# phrase_playback_engine_flat

**phrase_playback_engine_flat: the metal 1 layer**

Supply wires on this layer in gray.
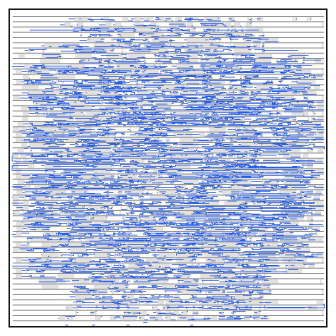

$ cat config.mk
export PLATFORM = sky130hd
export DESIGN_NAME = phrase_playback_engine_flat
export DESIGN_NICKNAME = d
export VERILOG_FILES = /design/src/rtl/phrase_playback_engine_pkg.sv /design/src/rtl/phrase_playback_engine_if.sv /design/src/rtl/phrase_playback_engine_tick_gen.sv /design/src/rtl/phrase_playback_engine.sv /design/src/flat_wrapper.sv
export SDC_FILE = /design/constraint.sdc
export NUM_CORES = 1
export LEC_CHECK = 0
export ABC_AREA = 1
export CORE_UTILIZATION = 50
export DETAILED_ROUTE_END_ITERATION = 6
export PLACE_DENSITY = 0.73
export SYNTH_ARGS = -nofsm -noshare
export SYNTH_HDL_FRONTEND = slang
export SYNTH_SLANG_ARGS = --single-unit
export TNS_END_PERCENT = 30
$ cat constraint.sdc
create_clock -name clk_in -period 1.98 [get_ports clk_in]
set_input_delay 0.396 -clock clk_in [delete_from_list [all_inputs] [get_ports clk_in]]
set_output_delay 0.396 -clock clk_in [all_outputs]
set_load 0.02 [all_outputs]
$ cat src/rtl/phrase_playback_engine_pkg.sv
// playback_pkg: shared state encoding and offset-binary PWM helpers for the phrase playback engine.
package playback_pkg;
  typedef enum logic [1:0] {EMPTY = 2'd0, FILL = 2'd1, PLAY = 2'd2, FULL = 2'd3} pb_state_t;
  localparam logic [7:0] PWM_MID = 8'h80;
  // Left-justify the sample so 8- and 16-bit widths share one MSB-flip conversion.
  function automatic logic [7:0] to_pwm8(input logic [15:0] sample, input int width);
    logic [15:0] t;
    t = sample << (16 - width);
    return {~t[15], t[14:8]};
  endfunction
endpackage

$ cat src/rtl/phrase_playback_engine_if.sv
// phrase_playback_engine_if: AXIS-style phrase stream (tvalid/tready/tdata/tuser) into the playback engine.
interface phrase_playback_engine_if #(parameter int PHRASE_WIDTH = 128);
  logic                    valid;
  logic                    ready;
  logic                    tuser;
  logic [PHRASE_WIDTH-1:0] data;
  modport master(output valid, data, tuser, input ready);
  modport slave(input valid, data, tuser, output ready);
endinterface

$ cat src/rtl/phrase_playback_engine_tick_gen.sv
// sample_tick_gen: frame-rate divider; tick_out is high in the cycle the counter reaches PERIOD-1.
module sample_tick_gen #(
  parameter int PERIOD = 8333
) (
  input  logic clk_in,
  input  logic rst_in,
  input  logic enable_in,
  output logic tick_out
);
  localparam int CW = PERIOD > 1 ? $clog2(PERIOD) : 1;
  logic [CW-1:0] cnt_q, cnt_d;
  logic          last;
  assign last     = cnt_q == CW'(PERIOD - 1);
  assign tick_out = enable_in & last;
  assign cnt_d    = (!enable_in || last) ? '0 : cnt_q + 1'b1;
  always_ff @(posedge clk_in or negedge rst_in)
    if (!rst_in) cnt_q <= '0;
    else         cnt_q <= cnt_d;
endmodule

$ cat src/rtl/phrase_playback_engine.sv
// phrase_playback_engine: double-buffered AXIS phrase unpacker emitting one PCM frame per sample tick.
// Define PLAYBACK_UNDERRUN_CNT_EN to build the saturating underrun counter; otherwise the count reads 0.
module phrase_playback_engine
  import playback_pkg::*;
#(
  parameter int PHRASE_WIDTH = 128,
  parameter int SAMPLE_WIDTH = 8,
  parameter int NUM_CHANNELS = 1,
  parameter int CLOCK_SPEED  = 100_000_000,
  parameter int SAMPLE_RATE  = 12_000
) (
  input  logic                                 clk_in,
  input  logic                                 rst_in,
  input  logic                                 enable_in,
  phrase_playback_engine_if.slave              phrase_if,
  output logic [NUM_CHANNELS*SAMPLE_WIDTH-1:0] sample_out,
  output logic [NUM_CHANNELS*8-1:0]            pwm_level_out,
  output logic                                 sample_valid_out,
  output logic                                 rollover_out,
  output logic                                 underrun_out,
  output logic [15:0]                          underrun_count_out,
  output logic [1:0]                           state_out
);
  localparam int FW     = SAMPLE_WIDTH * NUM_CHANNELS;
  localparam int FRAMES = PHRASE_WIDTH / FW;
  localparam int IW     = FRAMES > 1 ? $clog2(FRAMES) : 1;
  localparam int PERIOD = CLOCK_SPEED / SAMPLE_RATE;

  logic                      tick;
  logic                      ready_q, act_v_q, pend_v_q, act_tuser_q, pend_tuser_q;
  logic [PHRASE_WIDTH-1:0]   act_data_q, pend_data_q;
  logic [IW-1:0]             idx_q;
  pb_state_t                 state_q;
  logic                      xfer, consume, last, promote, act_v_d, pend_v_d;
  logic [FW-1:0]             frame;
  logic [NUM_CHANNELS*8-1:0] pwm_frame;

  sample_tick_gen #(.PERIOD(PERIOD)) u_tick (
    .clk_in   (clk_in),
    .rst_in   (rst_in),
    .enable_in(enable_in),
    .tick_out (tick)
  );

  assign xfer     = phrase_if.valid & ready_q;
  assign consume  = tick & act_v_q;
  assign last     = idx_q == IW'(FRAMES - 1);
  // Pending moves up when active is idle, or seamlessly as the last frame is consumed.
  assign promote  = pend_v_q & (!act_v_q | (consume & last));
  assign act_v_d  = promote | (act_v_q & !(consume & last));
  assign pend_v_d = xfer | (pend_v_q & !promote);
  assign frame    = FW'(act_data_q >> (int'(idx_q) * FW));

  for (genvar c = 0; c < NUM_CHANNELS; c++) begin : g_pwm
    assign pwm_frame[c*8 +: 8] = to_pwm8(16'(frame >> (c * SAMPLE_WIDTH)), SAMPLE_WIDTH);
  end

  assign phrase_if.ready = ready_q;
  assign state_out       = state_q;

  always_ff @(posedge clk_in or negedge rst_in)
    if (!rst_in) begin
      ready_q          <= 1'b0;
      act_v_q          <= 1'b0;
      pend_v_q         <= 1'b0;
      act_tuser_q      <= 1'b0;
      pend_tuser_q     <= 1'b0;
      act_data_q       <= '0;
      pend_data_q      <= '0;
      idx_q            <= '0;
      state_q          <= EMPTY;
      sample_out       <= '0;
      pwm_level_out    <= '0;
      sample_valid_out <= 1'b0;
      rollover_out     <= 1'b0;
      underrun_out     <= 1'b0;
    end else begin
      ready_q          <= !pend_v_d;
      act_v_q          <= act_v_d;
      pend_v_q         <= pend_v_d;
      state_q          <= pb_state_t'({act_v_d, pend_v_d});
      if (xfer) begin
        pend_data_q  <= phrase_if.data;
        pend_tuser_q <= phrase_if.tuser;
      end
      if (promote) begin
        act_data_q  <= pend_data_q;
        act_tuser_q <= pend_tuser_q;
        idx_q       <= '0;
      end else if (consume) idx_q <= last ? '0 : idx_q + 1'b1;
      sample_valid_out <= consume;
      rollover_out     <= consume & (idx_q == '0) & act_tuser_q;
      underrun_out     <= tick & !act_v_q;
      if (tick) begin
        sample_out    <= act_v_q ? frame : '0;
        pwm_level_out <= act_v_q ? pwm_frame : {NUM_CHANNELS{PWM_MID}};
      end
    end

`ifdef PLAYBACK_UNDERRUN_CNT_EN
  logic [15:0] ucnt_q;
  always_ff @(posedge clk_in or negedge rst_in)
    if (!rst_in)                                 ucnt_q <= '0;
    else if (tick & !act_v_q & (ucnt_q != 16'hFFFF)) ucnt_q <= ucnt_q + 1'b1;
  assign underrun_count_out = ucnt_q;
`else
  assign underrun_count_out = '0;
`endif
endmodule

$ cat src/flat_wrapper.sv
// flat-port wrapper written by rule: the top's interface ports become plain ports
module phrase_playback_engine_flat import playback_pkg::*;
#(
  parameter int PHRASE_WIDTH = 128,
  parameter int SAMPLE_WIDTH = 8,
  parameter int NUM_CHANNELS = 1,
  parameter int CLOCK_SPEED  = 100_000_000,
  parameter int SAMPLE_RATE  = 12_000
)
  (clk_in, rst_in, enable_in, sample_out, pwm_level_out, sample_valid_out, rollover_out, underrun_out, underrun_count_out, state_out, phrase_if_valid, phrase_if_data, phrase_if_tuser, phrase_if_ready);
  phrase_playback_engine_if #(.PHRASE_WIDTH(PHRASE_WIDTH)) phrase_if_i ();
  input  logic clk_in;
  input  logic rst_in;
  input  logic enable_in;
  output logic [NUM_CHANNELS*SAMPLE_WIDTH-1:0] sample_out;
  output logic [NUM_CHANNELS*8-1:0] pwm_level_out;
  output logic sample_valid_out;
  output logic rollover_out;
  output logic underrun_out;
  output logic [15:0] underrun_count_out;
  output logic [1:0] state_out;
  input wire logic [$bits(phrase_if_i.valid)-1:0] phrase_if_valid;
  input wire logic [$bits(phrase_if_i.data)-1:0] phrase_if_data;
  input wire logic [$bits(phrase_if_i.tuser)-1:0] phrase_if_tuser;
  output wire logic [$bits(phrase_if_i.ready)-1:0] phrase_if_ready;
  assign phrase_if_i.valid = phrase_if_valid;
  assign phrase_if_i.data = phrase_if_data;
  assign phrase_if_i.tuser = phrase_if_tuser;
  assign phrase_if_ready = phrase_if_i.ready;
  phrase_playback_engine #(.PHRASE_WIDTH(PHRASE_WIDTH), .SAMPLE_WIDTH(SAMPLE_WIDTH), .NUM_CHANNELS(NUM_CHANNELS), .CLOCK_SPEED(CLOCK_SPEED), .SAMPLE_RATE(SAMPLE_RATE)) u_core (.clk_in(clk_in), .rst_in(rst_in), .enable_in(enable_in), .phrase_if(phrase_if_i), .sample_out(sample_out), .pwm_level_out(pwm_level_out), .sample_valid_out(sample_valid_out), .rollover_out(rollover_out), .underrun_out(underrun_out), .underrun_count_out(underrun_count_out), .state_out(state_out));
endmodule
# uart_prog_tx

[src/rtl/uart_prog_tx.sv]
// Host-side 8N1 UART transmitter that streams 32-bit program words LSB byte first.
// Each accepted word leaves as four back-to-back byte frames; words_sent counts finished words.
module uart_prog_tx #(
  parameter int CLKS_PER_BIT = 4,
  parameter int STOP_BITS    = 1,
  parameter int CNT_W        = 16
) (
  input  logic             clk,
  input  logic             rst,
  input  logic [31:0]      word_data,
  input  logic             word_valid,
  output logic             word_ready,
  output logic             tx,
  output logic             busy,
  output logic [CNT_W-1:0] words_sent
);

  localparam int BAUD_W = $clog2(CLKS_PER_BIT);

  typedef enum logic [1:0] {IDLE, START, DATA, STOP} state_t;

  state_t            state, state_next;
  logic [BAUD_W-1:0] baud_cnt, baud_next;
  logic [2:0]        bit_cnt, bit_next;
  logic [1:0]        byte_idx, byte_next;
  logic [31:0]       shreg, shreg_next;
  logic [CNT_W-1:0]  sent_cnt, sent_next;
  logic              tx_q, tx_next;
  logic              bit_done;

  always_ff @(posedge clk or posedge rst) begin
    if (rst) begin
      state    <= IDLE;
      baud_cnt <= '0;
      bit_cnt  <= '0;
      byte_idx <= '0;
      shreg    <= '0;
      sent_cnt <= '0;
      tx_q     <= 1'b1;
    end else begin
      state    <= state_next;
      baud_cnt <= baud_next;
      bit_cnt  <= bit_next;
      byte_idx <= byte_next;
      shreg    <= shreg_next;
      sent_cnt <= sent_next;
      tx_q     <= tx_next;
    end
  end

  // The shift register already holds the next byte in its low bits after eight shifts,
  // so a new START needs no reload.
  always_comb begin
    state_next = state;
    baud_next  = baud_cnt;
    bit_next   = bit_cnt;
    byte_next  = byte_idx;
    shreg_next = shreg;
    sent_next  = sent_cnt;
    bit_done   = (baud_cnt == BAUD_W'(CLKS_PER_BIT - 1));

    if (state != IDLE) begin
      baud_next = bit_done ? '0 : baud_cnt + BAUD_W'(1);
    end

    case (state)
      IDLE: begin
        if (word_valid) begin
          shreg_next = word_data;
          byte_next  = 2'd0;
          bit_next   = 3'd0;
          baud_next  = '0;
          state_next = START;
        end
      end
      START: begin
        if (bit_done) begin
          bit_next   = 3'd0;
          state_next = DATA;
        end
      end
      DATA: begin
        if (bit_done) begin
          shreg_next = {1'b0, shreg[31:1]};
          if (bit_cnt == 3'd7) begin
            bit_next   = 3'd0;
            state_next = STOP;
          end else begin
            bit_next = bit_cnt + 3'd1;
          end
        end
      end
      STOP: begin
        if (bit_done) begin
          if (bit_cnt == 3'(STOP_BITS - 1)) begin
            bit_next = 3'd0;
            if (byte_idx != 2'd3) begin
              byte_next  = byte_idx + 2'd1;
              state_next = START;
            end else begin
              sent_next  = sent_cnt + CNT_W'(1);
              state_next = IDLE;
            end
          end else begin
            bit_next = bit_cnt + 3'd1;
          end
        end
      end
      default: state_next = IDLE;
    endcase

    // tx is taken from the next state so the line is registered without extra latency.
    case (state_next)
      START:   tx_next = 1'b0;
      DATA:    tx_next = shreg_next[0];
      default: tx_next = 1'b1;
    endcase
  end

  assign word_ready = (state == IDLE);
  assign busy       = (state != IDLE);
  assign tx         = tx_q;
  assign words_sent = sent_cnt;

endmodule
[config.mk]
export PLATFORM = sky130hd
export DESIGN_NAME = uart_prog_tx
export DESIGN_NICKNAME = d
export VERILOG_FILES = /design/src/rtl/uart_prog_tx.sv
export SDC_FILE = /design/constraint.sdc
export NUM_CORES = 1
export LEC_CHECK = 0
export ABC_AREA = 1
export CAP_MARGIN = 20
export CELL_PAD_IN_SITES_DETAIL_PLACEMENT = 0
export CELL_PAD_IN_SITES_GLOBAL_PLACEMENT = 1
export CORE_ASPECT_RATIO = 1.4
export CORE_UTILIZATION = 39
export CTS_CLUSTER_SIZE = 10
export DETAILED_ROUTE_END_ITERATION = 16
export GPL_TIMING_DRIVEN = 0
export PLACE_DENSITY = 0.88
export SLEW_MARGIN = 30
export SYNTH_ARGS = -nofsm -noshare
export SYNTH_HDL_FRONTEND = slang
export SYNTH_SLANG_ARGS = --single-unit
[constraint.sdc]
create_clock -name clk -period 2.43 [get_ports clk]
set_clock_uncertainty 0.2 [all_clocks]
set_input_delay 0.6075 -clock clk [delete_from_list [all_inputs] [get_ports clk]]
set_output_delay 0.6075 -clock clk [all_outputs]
set_load 0.01 [all_outputs]
# neuron_acc_pipe

===== src/rtl/neuron_acc_pipe.sv =====
// neuron_acc_pipe
// Accumulates N_TERMS signed products per neuron, seeded with a signed bias
// taken on the first term, and saturates every partial sum to ACC_W bits.
// The finished result is held behind a valid/ready output handshake; no new
// terms are accepted until it has been consumed.
//
// Optional build macro: NEURON_ACC_RELU_EN
//   defined   -> negative results are written to out as 0 (ovf still reports
//                saturation of the pre-ReLU sum)
//   undefined -> out is the signed saturated sum
//
// Ports
//   clk        in   system clock, rising edge
//   rst        in   asynchronous reset, active low
//   clr        in   synchronous abort of the partial sum (ignored in HOLD)
//   in_valid   in   din/bias valid
//   in_ready   out  block accepts a term (high in ACCUM)
//   din        in   DIN_W signed product term
//   b          in   BIAS_W signed bias, used on the first term only
//   out_valid  out  result valid
//   out_ready  in   downstream accepts result
//   out        out  ACC_W signed saturated result
//   ovf        out  saturation happened somewhere in the current result
//
// state | meaning
// ACCUM | accepting terms, cnt_q counts terms taken for this neuron
// HOLD  | result presented, waiting for out_ready

module neuron_acc_pipe #(
  parameter int DIN_W   = 20,
  parameter int BIAS_W  = 8,
  parameter int ACC_W   = 22,
  parameter int N_TERMS = 784,
  parameter int CNT_W   = $clog2(N_TERMS + 1)
) (
  input  logic                    clk,
  input  logic                    rst,
  input  logic                    clr,
  input  logic                    in_valid,
  output logic                    in_ready,
  input  logic signed [DIN_W-1:0] din,
  input  logic signed [BIAS_W-1:0] b,
  output logic                    out_valid,
  input  logic                    out_ready,
  output logic signed [ACC_W-1:0] out,
  output logic                    ovf
);

  typedef enum logic {
    ACCUM = 1'b0,
    HOLD  = 1'b1
  } state_e;

  localparam logic signed [ACC_W-1:0] ACC_MAX  = {1'b0, {(ACC_W-1){1'b1}}};
  localparam logic signed [ACC_W-1:0] ACC_MIN  = {1'b1, {(ACC_W-1){1'b0}}};
  localparam logic [CNT_W-1:0]        LAST_CNT = CNT_W'(N_TERMS - 1);

  state_e                  state_q;
  logic [CNT_W-1:0]        cnt_q;
  logic signed [ACC_W-1:0] acc_q, acc_d;
  logic                    ovf_run_q, ovf_run_d;
  logic signed [ACC_W-1:0] out_q, out_d;
  logic                    ovf_q;
  logic                    out_valid_q;

  logic                    first_term;
  logic                    in_hs;
  logic signed [ACC_W:0]   base_ext;
  logic signed [ACC_W:0]   din_ext;
  logic signed [ACC_W:0]   sum;
  logic                    sat_pos, sat_neg;

  assign in_ready  = (state_q == ACCUM);
  assign in_hs     = in_valid & in_ready;
  assign out_valid = out_valid_q;
  assign out       = out_q;
  assign ovf       = ovf_q;

  always_comb begin
    first_term = (cnt_q == '0);
    din_ext    = {{(ACC_W+1-DIN_W){din[DIN_W-1]}}, din};
    base_ext   = first_term ? {{(ACC_W+1-BIAS_W){b[BIAS_W-1]}}, b}
                            : {acc_q[ACC_W-1], acc_q};
    // Both operands fit in ACC_W bits, so the ACC_W+1 sum cannot wrap; a
    // mismatch between its top two bits means the result is out of range.
    sum        = base_ext + din_ext;
    sat_pos    = ~sum[ACC_W] &  sum[ACC_W-1];
    sat_neg    =  sum[ACC_W] & ~sum[ACC_W-1];
    acc_d      = sat_pos ? ACC_MAX : (sat_neg ? ACC_MIN : sum[ACC_W-1:0]);
    ovf_run_d  = (first_term ? 1'b0 : ovf_run_q) | sat_pos | sat_neg;
`ifdef NEURON_ACC_RELU_EN
    out_d      = acc_d[ACC_W-1] ? '0 : acc_d;
`else
    out_d      = acc_d;
`endif
  end

  always_ff @(posedge clk or negedge rst) begin
    if (!rst) begin
      state_q     <= ACCUM;
      cnt_q       <= '0;
      acc_q       <= '0;
      ovf_run_q   <= 1'b0;
      out_q       <= '0;
      ovf_q       <= 1'b0;
      out_valid_q <= 1'b0;
    end else begin
      case (state_q)
        ACCUM: begin
          if (clr) begin
            // acc_q need not be cleared: the next term reseeds from b.
            cnt_q     <= '0;
            ovf_run_q <= 1'b0;
          end else if (in_hs) begin
            acc_q     <= acc_d;
            ovf_run_q <= ovf_run_d;
            if (cnt_q == LAST_CNT) begin
              out_q       <= out_d;
              ovf_q       <= ovf_run_d;
              out_valid_q <= 1'b1;
              cnt_q       <= '0;
              state_q     <= HOLD;
            end else begin
              cnt_q <= cnt_q + 1'b1;
            end
          end
        end
        HOLD: begin
          if (out_valid_q && out_ready) begin
            out_valid_q <= 1'b0;
            state_q     <= ACCUM;
          end
        end
        default: state_q <= ACCUM;
      endcase
    end
  end

endmodule


===== config.mk =====
export PLATFORM = sky130hd
export DESIGN_NAME = neuron_acc_pipe
export DESIGN_NICKNAME = d
export VERILOG_FILES = /design/src/rtl/neuron_acc_pipe.sv
export SDC_FILE = /design/constraint.sdc
export NUM_CORES = 1
export LEC_CHECK = 0
export CORE_MARGIN = 1.5
export CORE_UTILIZATION = 45
export DETAILED_ROUTE_END_ITERATION = 6
export GPL_ROUTABILITY_DRIVEN = 0
export PLACE_DENSITY = 0.77
export SYNTH_ARGS = -nofsm -noshare
export SYNTH_HDL_FRONTEND = slang
export SYNTH_SLANG_ARGS = --single-unit

===== constraint.sdc =====
create_clock -name clk -period 7.7 [get_ports clk]
set_clock_uncertainty 0.1 [all_clocks]
set_input_delay 1.54 -clock clk [delete_from_list [all_inputs] [get_ports clk]]
set_output_delay 1.54 -clock clk [all_outputs]
set_load 0.1 [all_outputs]

**neuron_acc_pipe: clock routing**

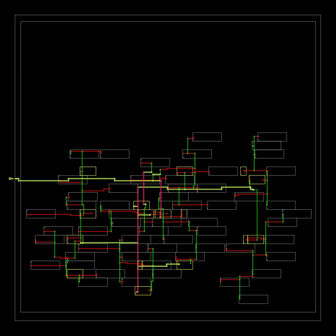
clock group total power: 0.258 mW
Clock buffer cells: 14
source-to-sink clock delay at the later pin of the worst-skew pair: 330 ps

==> out/notes.md, neuron_acc_pipe <==
The fraction of area in clock buffers and inverters is 3.793%. The initial antenna violation count was 0. The area taken by sequential standard cells is reported as 0.001451 mm^2.

The setup slack at placement is 2432 ps. The flow ran to the end, and the final reports show no timing, DRC or antenna violations. TritonCTS built the clock tree. The detailed router placed 3848 vias in this run. In this run the VDD rail shows a maximum IR drop of 0.1091 mV. Yosys stat counts 496 cells in the synthesized netlist. The H-tree was split into 3 levels. Startpoint kind of the worst setup timing path: a register.

Endpoints failing hold in the final report were tallied at 0. The share of the Yosys chip area taken by registers is 36.27%. The run gives 0.004633 mm^2 as the cell area after placement. The last timing report of the flow puts the setup violation total at 0. The diode insertion count for antenna repair was 0.
## neuron_acc_pipe: kinds of logic (layout without fill, tap and decap cells)
| logic type | after synthesis | count (layout) | share of synthesized area (%) |
|---|---|---|---|
| AOI/OAI and AO/OA | 151 | 151 | 23.42 |
| buffers and inverters | 31 | 87 | 3.221 |
| xor gates and xnor gates | 23 | 23 | 5.222 |
| DFF | 58 | 58 | 36.27 |
| and+or+nand+nor | 202 | 202 | 22.30 |
| muxes | 4 | 4 | 1.001 |
| adders and majority gates | 27 | 27 | 8.568 |
## neuron_acc_pipe: routing by layer
metal | global-route usage, % | up-vias | part of all wire [%]
met1 | 27.07 | 1780 | 41
met2 | 38.35 | 161 | 49
met5 | 0 | - | 0
met4 | 10.66 | 0 | 4.3
li1 | - | 1865 | -
met3 | 4.101 | 42 | 5.7
## neuron_acc_pipe: final timing paths
check / start / endpoint / slack, ps / cells after the start
setup / recovery: cnt_q[4] / acc_q[17] / 2360 / 13
hold / removal: ovf / ovf / 380 / 1
setup reg to reg: cnt_q[4] / acc_q[17] / 2360 / 13
hold reg to reg: ovf / ovf / 380 / 1
max in group asynchronous: rst / out[20] / 5780 / 2
min in group asynchronous: rst / out[3] / 1250 / 2
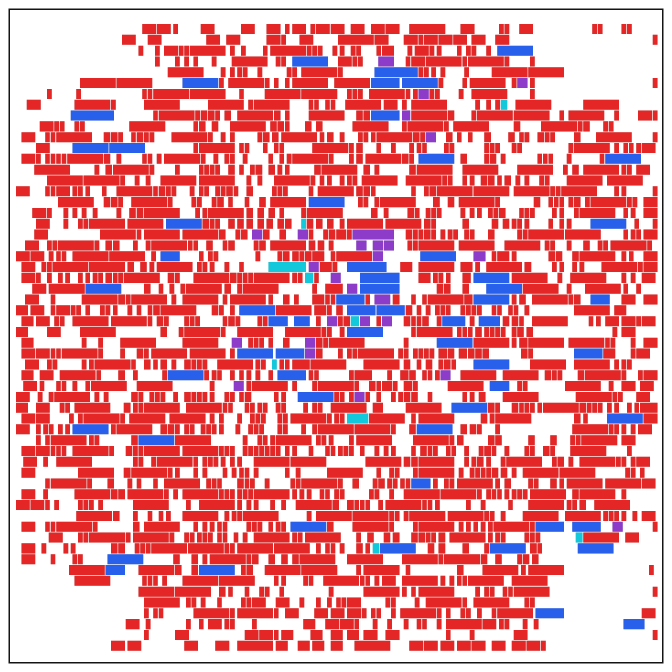
**Above:** phrase_playback_engine_flat (drive-strength map).
Key: _3 and _4 cells = purple [cells 27, share 1.5%, most used buf_4]; _0 and _1 cells = red [cells 1720, share 95%, most used nand2_1]; _6 and larger = blue [cells 60, share 3.3%, most used clkbuf_16]; _2 cells = cyan [cells 9, share 0.50%, most used clkinv_2]

## Picture notes: 'the metal 1 layer' of phrase_playback_engine_flat
The layer carries 14900 um of wire. The layer holds 48% of the routed length.
routed via count: 10860
routing usage on met1: 35.13%
wirelength, routed: 31.37 mm

==> out/notes.md, phrase_playback_engine_flat <==
The flow ran to the end, and the final reports show no timing, DRC or antenna violations. The power report attributes to the sequential group a share of 51.4%. After legalization and detailed placement, the total HPWL measured 20.37 mm.

Chip area: 0.02686 mm^2. For this design the top-level I/O count stands at 171. The worst setup path is launched from a register. The logs give 0 for the diode insertion count for antenna repair and 5 for the length of the first detailed-routing pass in iterations.

Global routing used 23.24% of the available tracks. The critical path starts at u_core.underrun_out. Excluding fillers, the count of instances in the completed layout stands at 2146.

The tools report the worst-case hold path end point as u_core.pend_data_q[88]. In this run, the synthesized area fraction spent on adder and majority cells is recorded as 0.3819%. Input and output buffers added on the ports amount to 154. The tree is rooted in a clkbuf_16.

Count of nets left with antenna violations after detail routing: 0. Total power normalized to cell area comes to 896.7 mW/mm^2. The final timing report counts setup violations totalling 0. The logic depth of the worst path, buffers included came out at 1. The main power-consuming group is sequential cells.

By instance count after routing, the leading logic cell types are nand2_1 (872), dfrtp_1 (289), nand3_1 (178). Per the placement report, the placed cell count is 2084. Following the worst setup path forward leads to its endpoint at underrun_out. The routed length on met2 was 14.12 mm.
phrase_playback_engine_flat: synthesized netlist by cell type:
cell type / number / share of area [%]
a21oi_1: 5 / 0.19
a31oi_1: 1 / 0.048
buf_1: 2 / 0.057
buf_2: 16 / 0.61
buf_4: 36 / 2.1
buf_6: 12 / 1.0
clkbuf_1: 55 / 1.6
clkinv_1: 1 / 0.029
conb_1: 1 / 0.029
dfrtp_1: 291 / 56
ha_1: 4 / 0.38
inv_1: 51 / 1.5
inv_2: 1 / 0.029
nand2_1: 874 / 25
nand2_2: 2 / 0.095
nand3_1: 178 / 6.8
nand4_1: 4 / 0.19
nor2_1: 79 / 2.3
nor2_2: 1 / 0.048
nor3_1: 11 / 0.42
nor3b_1: 2 / 0.11
nor4_1: 2 / 0.095
o2111ai_1: 4 / 0.27
o21ai_0: 37 / 1.4
o21bai_1: 1 / 0.057
xor2_1: 2 / 0.13
phrase_playback_engine_flat: cell type report:
type                    instances  area [um^2]
inverters                      53        201.4
repair buffers                196         2108
clock buffers                  46        870.8
fillers                      2242         9479
flip-flops and latches        291         7287
well taps                     330        412.9
multi-input cells            1223         5012
clock inverters                 7        100.1
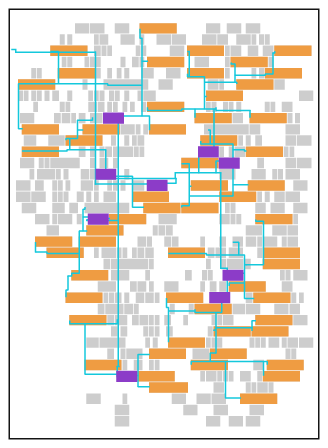
**Above:** uart_prog_tx (routed clock nets over the placement).
Key: flip-flops = orange [count 58]; clock wires = cyan [length 764 um]; clock drivers = purple [count 9]
Position of the flops: spread over the die.

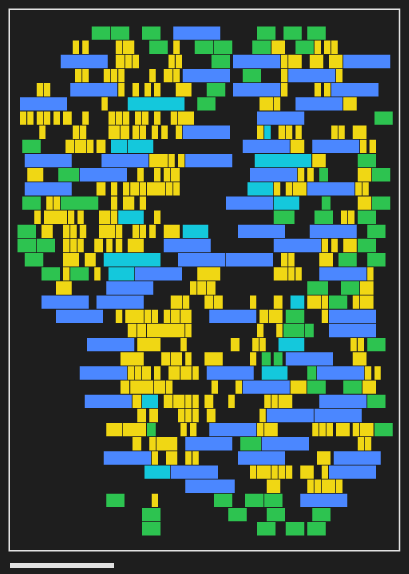
**Above:** uart_prog_tx (cell classes on the final placement).
Scale bar: 20 um.
Key: flops = blue [cells 58, share of their area 39%]; combinational and other logic = yellow [cells 267, share of their area 36%]; clock drivers and dummy loads = cyan [cells 16, share of their area 6.6%]; other buffers and delay cells = green [cells 66, share of their area 17%]
fraction of area in registers: 38.25%
utilization of the core after routing: 53.70%
total number of placement rows: 36

==> out/notes.md, uart_prog_tx <==
The run gives 4 as the length of the first detailed-routing pass in iterations. STA reports the tightest min-delay check as being of type register to register. The area share of xor/xnor cells in the synthesized design is 2.431%. The vertical die dimension was 103.7 um; the logic area was 0.001211 mm^2. With the global-route usage over all layers at 17.22%, the total nets after synthesis is 378.

Setup violations remaining at the end of the flow were counted as 0. Checking max transition, the worst relative margin is 76.17%. Setup repair after global routing left no endpoint under its margin. Summed over all cells, the static leakage comes to 1.787 nW. The flow ran to the end, and the final reports show no timing, DRC or antenna violations. The synthesized netlist occupies a cell area of 0.002883 mm^2. The final max-slew violation count recorded for this run is 0.

The register with the most flip-flops is shreg. Sequential-to-total area share from yosys stat: 50.39%.
-- uart_prog_tx: repair_timing --
action	CTS	global route
setup buffers	0	0
endpoints found under the setup margin	0	1
gates resized	0	1
-- uart_prog_tx: worst max-delay path, cell delays in order, from the launching register on --
cell             delay, ps
dfrtp_1                370
buf_6                  140
nor2_4                 140
inv_2                   70
clkdlybuf4s50_1        480
-- uart_prog_tx: path summary, 6_finish.rpt --
kind / slack (ps) / endpoint / startpoint / depth (start not counted)
hold reg to reg: 280 / baud_cnt[0] / baud_cnt[0] / 1
min in group asynchronous: 380 / words_sent[8] / rst / 2
setup / recovery: 90 / busy / state[1] / 4
hold / removal: 280 / baud_cnt[0] / baud_cnt[0] / 1
setup reg to reg: 660 / words_sent[10] / words_sent[0] / 6
max in group asynchronous: 1100 / tx / rst / 3
-- uart_prog_tx: metal layers --
| metal | wire length [um] | vias to the layer above | global-route usage, % |
|---|---|---|---|
| met5 | 0 | - | 0 |
| met4 | 114 | 0 | 8.221 |
| met3 | 217 | 8 | 3.113 |
| met2 | 3241 | 37 | 29.86 |
| met1 | 2662 | 1165 | 19.66 |
| li1 | - | 1228 | - |

Power is estimated from default activity; no workload was simulated.
